######## design 1 ########
## config.mk

```make
export PLATFORM = sky130hd
export DESIGN_NAME = rf_access_ctrl
export DESIGN_NICKNAME = d
export VERILOG_FILES = /design/src/rtl/rf_access_pkg.sv /design/src/rtl/rf_access_alu.sv /design/src/rtl/rf_access_ctrl.sv
export SDC_FILE = /design/constraint.sdc
export NUM_CORES = 1
export LEC_CHECK = 0
export CAP_MARGIN = 0
export CORE_UTILIZATION = 28
export CTS_CLUSTER_SIZE = 24
export DETAILED_ROUTE_END_ITERATION = 8
export PLACE_DENSITY = 0.57
export SKIP_CTS_REPAIR_TIMING = 1
export SKIP_LAST_GASP = 1
export SLEW_MARGIN = 20
export SYNTH_ARGS = -nofsm -noshare
export SYNTH_HDL_FRONTEND = slang
export SYNTH_SLANG_ARGS = --single-unit
```

## constraint.sdc

```tcl
create_clock -name clk_i -period 3.5 [get_ports clk_i]
set_input_delay 0.525 -clock clk_i [delete_from_list [all_inputs] [get_ports clk_i]]
set_output_delay 0.525 -clock clk_i [all_outputs]
set_load 0.02 [all_outputs]
```

## src/rtl/rf_access_pkg.sv

```systemverilog
// Shared opcodes, FSM state encoding and register-file RW encodings for the
// register-file access sequencer.
package rf_access_pkg;

   localparam logic [2:0] OP_NOP = 3'b000;
   localparam logic [2:0] OP_ADD = 3'b001;
   localparam logic [2:0] OP_SUB = 3'b010;
   localparam logic [2:0] OP_AND = 3'b011;
   localparam logic [2:0] OP_OR  = 3'b100;
   localparam logic [2:0] OP_XOR = 3'b101;
   localparam logic [2:0] OP_LDI = 3'b110;
   localparam logic [2:0] OP_RD  = 3'b111;

   localparam logic [1:0] RW_NONE = 2'b00;
   localparam logic [1:0] RW_WR   = 2'b01;
   localparam logic [1:0] RW_RD   = 2'b10;

   typedef enum logic [2:0] {
      StIdle,
      StRead,
      StExec,
      StWrite,
      StResp
   } state_e;

endpackage

```

## src/rtl/rf_access_alu.sv

```systemverilog
// Combinational ALU for the register-file sequencer; RD passes operand A through.
module rf_access_alu
   import rf_access_pkg::*;
#(
   parameter int unsigned DATA_W = 16
) (
   input  logic [2:0]        op_i,
   input  logic [DATA_W-1:0] a_i,
   input  logic [DATA_W-1:0] b_i,
   output logic [DATA_W-1:0] result_o
);

   always_comb begin
      result_o = '0;
      case (op_i)
         OP_ADD:  result_o = a_i + b_i;
         OP_SUB:  result_o = a_i - b_i;
         OP_AND:  result_o = a_i & b_i;
         OP_OR:   result_o = a_i | b_i;
         OP_XOR:  result_o = a_i ^ b_i;
         OP_RD:   result_o = a_i;
         default: result_o = '0;
      endcase
   end

endmodule

```

## src/rtl/rf_access_ctrl.sv

```systemverilog
// Serialised request/response sequencer driving a register file: read, ALU,
// write-back, then hold the result on the response channel.
module rf_access_ctrl
   import rf_access_pkg::*;
#(
   parameter int unsigned DATA_W = 16,
   parameter int unsigned ADDR_W = 4
) (
   input  logic              clk_i,
   input  logic              reset_i,
   input  logic              req_valid_i,
   output logic              req_ready_o,
   input  logic [2:0]        req_op_i,
   input  logic [ADDR_W-1:0] req_rd_i,
   input  logic [ADDR_W-1:0] req_rs_i,
   input  logic [ADDR_W-1:0] req_rt_i,
   input  logic [DATA_W-1:0] req_imm_i,
   output logic              rsp_valid_o,
   input  logic              rsp_ready_i,
   output logic [DATA_W-1:0] rsp_data_o,
   output logic              rsp_zero_o,
   output logic              rf_en_o,
   output logic [1:0]        rf_rw_o,
   output logic [ADDR_W-1:0] rf_da_o,
   output logic [ADDR_W-1:0] rf_aa_o,
   output logic [ADDR_W-1:0] rf_ba_o,
   output logic [DATA_W-1:0] rf_d_o,
   input  logic [DATA_W-1:0] rf_a_i,
   input  logic [DATA_W-1:0] rf_b_i
);

   state_e            state_q, state_d;
   logic [2:0]        op_q, op_d;
   logic [ADDR_W-1:0] rd_q, rd_d;
   logic [ADDR_W-1:0] rs_q, rs_d;
   logic [ADDR_W-1:0] rt_q, rt_d;
   logic [DATA_W-1:0] result_q, result_d;
   logic [DATA_W-1:0] alu_result;
   logic              accept;

   rf_access_alu #(
      .DATA_W (DATA_W)
   ) u_alu (
      .op_i     (op_q),
      .a_i      (rf_a_i),
      .b_i      (rf_b_i),
      .result_o (alu_result)
   );

   assign accept = req_valid_i && req_ready_o;

   always_ff @(posedge clk_i) begin
      if (reset_i) begin
         state_q  <= StIdle;
         op_q     <= OP_NOP;
         rd_q     <= '0;
         rs_q     <= '0;
         rt_q     <= '0;
         result_q <= '0;
      end else begin
         state_q  <= state_d;
         op_q     <= op_d;
         rd_q     <= rd_d;
         rs_q     <= rs_d;
         rt_q     <= rt_d;
         result_q <= result_d;
      end
   end

   // The LDI immediate is captured straight into result_q, which feeds rf_d in WRITE.
   always_comb begin
      state_d  = state_q;
      op_d     = op_q;
      rd_d     = rd_q;
      rs_d     = rs_q;
      rt_d     = rt_q;
      result_d = result_q;
      unique case (state_q)
         StIdle: begin
            if (accept) begin
               op_d = req_op_i;
               rd_d = req_rd_i;
               rs_d = req_rs_i;
               rt_d = req_rt_i;
               if (req_op_i == OP_NOP) begin
                  result_d = '0;
                  state_d  = StResp;
               end else if (req_op_i == OP_LDI) begin
                  result_d = req_imm_i;
                  state_d  = StWrite;
               end else begin
                  state_d = StRead;
               end
            end
         end
         StRead:  state_d = StExec;
         StExec: begin
            result_d = alu_result;
            state_d  = (op_q == OP_RD) ? StResp : StWrite;
         end
         StWrite: state_d = StResp;
         StResp:  if (rsp_ready_i) state_d = StIdle;
         default: state_d = StIdle;
      endcase
   end

   // All outputs are forced inactive while reset is high so an aborted write never lands.
   always_comb begin
      req_ready_o = 1'b0;
      rsp_valid_o = 1'b0;
      rsp_data_o  = '0;
      rsp_zero_o  = 1'b0;
      rf_en_o     = 1'b0;
      rf_rw_o     = RW_NONE;
      rf_da_o     = '0;
      rf_aa_o     = '0;
      rf_ba_o     = '0;
      rf_d_o      = '0;
      if (!reset_i) begin
         unique case (state_q)
            StIdle: req_ready_o = 1'b1;
            StRead: begin
               rf_en_o = 1'b1;
               rf_rw_o = RW_RD;
               rf_aa_o = rs_q;
               rf_ba_o = rt_q;
            end
            StWrite: begin
               rf_en_o = 1'b1;
               rf_rw_o = RW_WR;
               rf_da_o = rd_q;
               rf_d_o  = result_q;
            end
            StResp: begin
               rsp_valid_o = 1'b1;
               rsp_data_o  = result_q;
               rsp_zero_o  = (result_q == '0);
            end
            default: ;
         endcase
      end
   end

endmodule

```

######## design 2 ########
## src/rtl/pattern_sequencer.sv

```systemverilog
// rtl/pattern_sequencer.sv - note pattern fetch/decode responder with jump following
// Fetches ROM entries on enable, follows JUMP entries, returns one decoded note per request.
module pattern_sequencer #(
  parameter int ADDR_WIDTH = 8,
  parameter int START_ADDR = 0,
  parameter int MAX_JUMPS  = 3
) (
  input  logic                  i_clk,
  input  logic                  i_rst_n,
  input  logic                  i_enable,
  input  logic                  i_restart,
  output logic                  o_valid,
  output logic                  o_busy,
  output logic [5:0]            o_pitch,
  output logic [7:0]            o_duration,
  output logic                  o_rest,
  output logic                  o_end,
  output logic                  o_fault,
  output logic [ADDR_WIDTH-1:0] o_rom_addr,
  output logic                  o_rom_rd,
  input  logic [15:0]           i_rom_data
);

  localparam int JW = (MAX_JUMPS < 1) ? 1 : $clog2(MAX_JUMPS + 1);
  localparam logic [ADDR_WIDTH-1:0] START = ADDR_WIDTH'(START_ADDR);
  localparam logic [JW-1:0]         JMAX  = JW'(MAX_JUMPS);
  localparam logic [ADDR_WIDTH-1:0] ONE   = ADDR_WIDTH'(1);

  localparam logic [1:0] OP_NOTE = 2'b00;
  localparam logic [1:0] OP_REST = 2'b01;
  localparam logic [1:0] OP_JUMP = 2'b10;

  typedef enum logic [2:0] {S_IDLE, S_FETCH, S_DECODE, S_HALT, S_FAULT} state_t;

  state_t                r_state;
  logic [ADDR_WIDTH-1:0] r_ptr;
  logic [JW-1:0]         r_jump_cnt;
  logic                  r_halt_pend;

  logic [1:0]            w_op;
  logic [ADDR_WIDTH-1:0] w_target;

  assign w_op     = i_rom_data[15:14];
  assign w_target = i_rom_data[ADDR_WIDTH-1:0];

  always_ff @(posedge i_clk) begin
    if (!i_rst_n) begin
      r_state     <= S_IDLE;
      r_ptr       <= START;
      r_jump_cnt  <= '0;
      r_halt_pend <= 1'b0;
      o_valid     <= 1'b0;
      o_busy      <= 1'b0;
      o_pitch     <= '0;
      o_duration  <= '0;
      o_rest      <= 1'b0;
      o_end       <= 1'b0;
      o_fault     <= 1'b0;
      o_rom_addr  <= '0;
      o_rom_rd    <= 1'b0;
    end else begin
      o_valid <= 1'b0;
      case (r_state)
        S_IDLE: begin
          if (i_restart) begin
            r_ptr <= START;
          end else if (i_enable) begin
            r_state    <= S_FETCH;
            o_busy     <= 1'b1;
            o_rom_rd   <= 1'b1;
            o_rom_addr <= r_ptr;
          end
        end
        S_FETCH: begin
          o_rom_rd <= 1'b0;
          if (i_restart) begin
            r_state    <= S_IDLE;
            r_ptr      <= START;
            r_jump_cnt <= '0;
            o_busy     <= 1'b0;
          end else begin
            r_state <= S_DECODE;
          end
        end
        S_DECODE: begin
          if (i_restart) begin
            r_state    <= S_IDLE;
            r_ptr      <= START;
            r_jump_cnt <= '0;
            o_busy     <= 1'b0;
          end else if (w_op == OP_NOTE || w_op == OP_REST) begin
            o_pitch    <= (w_op == OP_NOTE) ? i_rom_data[13:8] : 6'd0;
            o_duration <= i_rom_data[7:0];
            o_rest     <= (w_op == OP_REST);
            o_end      <= 1'b0;
            o_valid    <= 1'b1;
            o_busy     <= 1'b0;
            r_ptr      <= r_ptr + ONE;
            r_jump_cnt <= '0;
            r_state    <= S_IDLE;
          end else if (w_op == OP_JUMP) begin
            if (r_jump_cnt == JMAX) begin
              r_state <= S_FAULT;
              o_fault <= 1'b1;
              o_busy  <= 1'b0;
            end else begin
              // Jump re-enters FETCH with the read already issued to the target.
              r_ptr      <= w_target;
              r_jump_cnt <= r_jump_cnt + 1'b1;
              r_state    <= S_FETCH;
              o_rom_rd   <= 1'b1;
              o_rom_addr <= w_target;
            end
          end else begin
            o_pitch    <= '0;
            o_duration <= '0;
            o_rest     <= 1'b1;
            o_end      <= 1'b1;
            o_valid    <= 1'b1;
            o_busy     <= 1'b0;
            r_jump_cnt <= '0;
            r_state    <= S_HALT;
          end
        end
        S_HALT: begin
          if (i_restart) begin
            r_state     <= S_IDLE;
            r_ptr       <= START;
            r_halt_pend <= 1'b0;
            o_busy      <= 1'b0;
            o_end       <= 1'b0;
          end else if (r_halt_pend) begin
            r_halt_pend <= 1'b0;
            o_valid     <= 1'b1;
            o_busy      <= 1'b0;
            o_pitch     <= '0;
            o_duration  <= '0;
            o_rest      <= 1'b1;
            o_end       <= 1'b1;
          end else if (i_enable) begin
            r_halt_pend <= 1'b1;
            o_busy      <= 1'b1;
          end
        end
        S_FAULT: begin
          if (i_restart) begin
            r_state    <= S_IDLE;
            r_ptr      <= START;
            r_jump_cnt <= '0;
            o_fault    <= 1'b0;
          end
        end
        default: r_state <= S_IDLE;
      endcase
    end
  end

endmodule

```

## config.mk

```make
export PLATFORM = sky130hd
export DESIGN_NAME = pattern_sequencer
export DESIGN_NICKNAME = d
export VERILOG_FILES = /design/src/rtl/pattern_sequencer.sv
export SDC_FILE = /design/constraint.sdc
export NUM_CORES = 1
export LEC_CHECK = 0
export ABC_AREA = 1
export ABC_CLOCK_PERIOD_IN_PS = 1400
export CAP_MARGIN = 25
export CORE_MARGIN = 5
export CORE_UTILIZATION = 45
export CTS_CLUSTER_SIZE = 16
export DETAILED_ROUTE_END_ITERATION = 8
export PLACE_DENSITY = 0.8
export RECOVER_POWER = 50
export SLEW_MARGIN = 20
export SYNTH_ARGS = -nofsm -noshare
export SYNTH_HDL_FRONTEND = slang
export SYNTH_SLANG_ARGS = --single-unit
```

## constraint.sdc

```tcl
create_clock -name i_clk -period 1.4 [get_ports i_clk]
set_input_delay 0.14 -clock i_clk [delete_from_list [all_inputs] [get_ports i_clk]]
set_output_delay 0.14 -clock i_clk [all_outputs]
set_load 0.02 [all_outputs]
```

design_2/wire_density.png
16 x 16 tiles, from black (low) to pale yellow (high), scaled to the fullest tile. Values are wire area over tile area, all layers added.
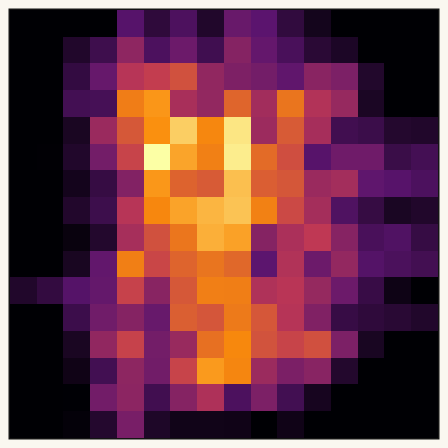
tiles over half the peak: 23%
densest ninth of the die: center
mean over tiles: 0.17
nearly empty tiles: 24%
emptiest ninth of the die: lower right
fullest tile: 0.61

==> flow_summary.yaml, design 2 <==
# flow metrics
run_status:
  status: "complete, but fails checks"
  violations: "setup timing"
power_and_ir_drop:
  p_total_uw: 2940
  total_leakage_power_uw: 0.00133
sta:
  setup_viol: 6
  setup_slack_ps: -20.5
global_routing:
  grt_pass1_vias: 2139
yosys:
  synth-xor-area-share_pct: 0.397
  synthArstFlopShare_pct: 0
  synth.avg_cell_area_um2: 6.75
flow_run:
  tool_warnings: 29
critical_path:
  critPathMaxFanout: 8
  crit_path_max_incr_delay_ps: 370
place:
  dp_slack_ps: -194
routing:
  dr.pass1.iters: 4
layout:
  final_util_pct: 68.5
## design 2: worst min-delay path by stage
stage	startpoint	slack, ps	to	depth (start not counted)
2_1_floorplan	i_rst_n	270	r_halt_pend	2
3_3_place_gp	o_pitch[2]	450	o_pitch[2]	2
3_5_place_dp	o_pitch[4]	450	o_pitch[4]	2
4_1_cts	i_rom_data[12]	400	o_pitch[4]	3
5_1_grt	i_rom_data[11]	430	o_pitch[3]	3
6_report	i_rom_data[11]	410	o_pitch[3]	3
## design 2: layer usage
metal	share of wire [%]	track usage (%)
met5	0	0
met4	2.6	8.78
met3	6.0	3.25
met2	49	32.0
met1	43	26.2
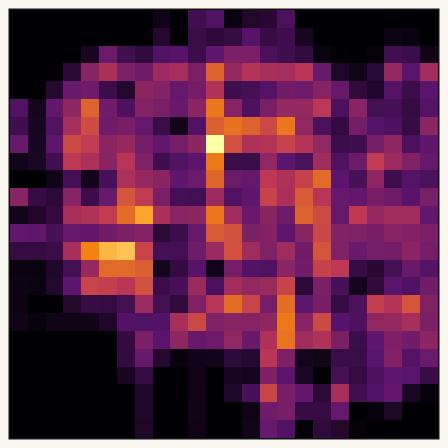
design_1/wire_density.png
24 x 24 tiles, from black (low) to pale yellow (high), scaled to the fullest tile. Values are wire area over tile area, all layers added.
tiles over half the peak: 10%
emptiest ninth of the die: lower left
fullest tile: 0.60
nearly empty tiles: 20%

==> flow_summary.yaml, design 1 <==
# flow metrics
routing:
  drt_iter0_drc: 176
  vias: 4275
  wl_met3_um: 739
  dr_wl_met2_um: 5940
global_routing:
  grt_usage_pct: 18.4
  antenna_found_initial: 0
sta:
  max_freq_mhz: 305
  worstMarginPinSlew_ps: 742
  hold_viol_final: 0
run_status:
  status: "finished clean"
yosys:
  yosysChipArea_um2: 3970
layout:
  clk_share_pct: 3.37
  largest_register: "result_q"
  mostFrequentLayoutCells: "clkdlybuf4s50_1 (116), nand2_1 (63), and2_1 (48), ha_1 (48), buf_4 (44)"
  buf_share_pct: 25.9
critical_path:
  startpoint: "reset_i"
clocking:
  cts_tree: "done"
## design 1: power by group
group / internal, uW / switching (uW)
registers: 446 / 58.1
logic: 448 / 533
clock network: 409 / 169
total: 1300 / 760
## design 1: worst register-to-register path, cell delays in order (launching register included)
cell and delay, ps:
dfxtp_1 300, nand2b_1 160, nor2_1 170, buf_4 250, a31oi_1 80, xnor2_1 140, ha_1 350, o211a_1 190
o31ai_2 100, buf_4 150, a211o_1 280, a41oi_1 220, xor2_1 110, a221oi_2 240, nor2_1 60


==> layout pictures side by side <==
Wires at chosen ports, followed through buffers.
picture 1
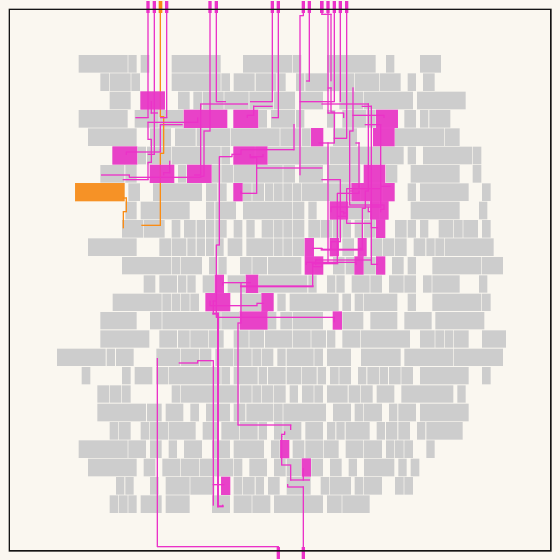
picture 2
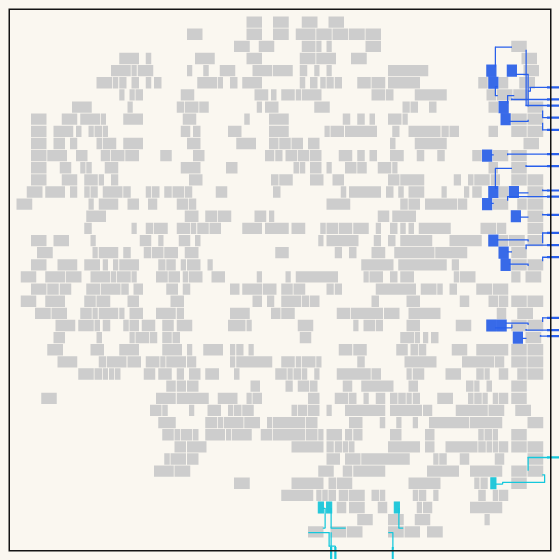
- picture 2 = design 1
- picture 1 = design 2
- most cells: picture 2

Power is estimated from default activity; no workload was simulated.
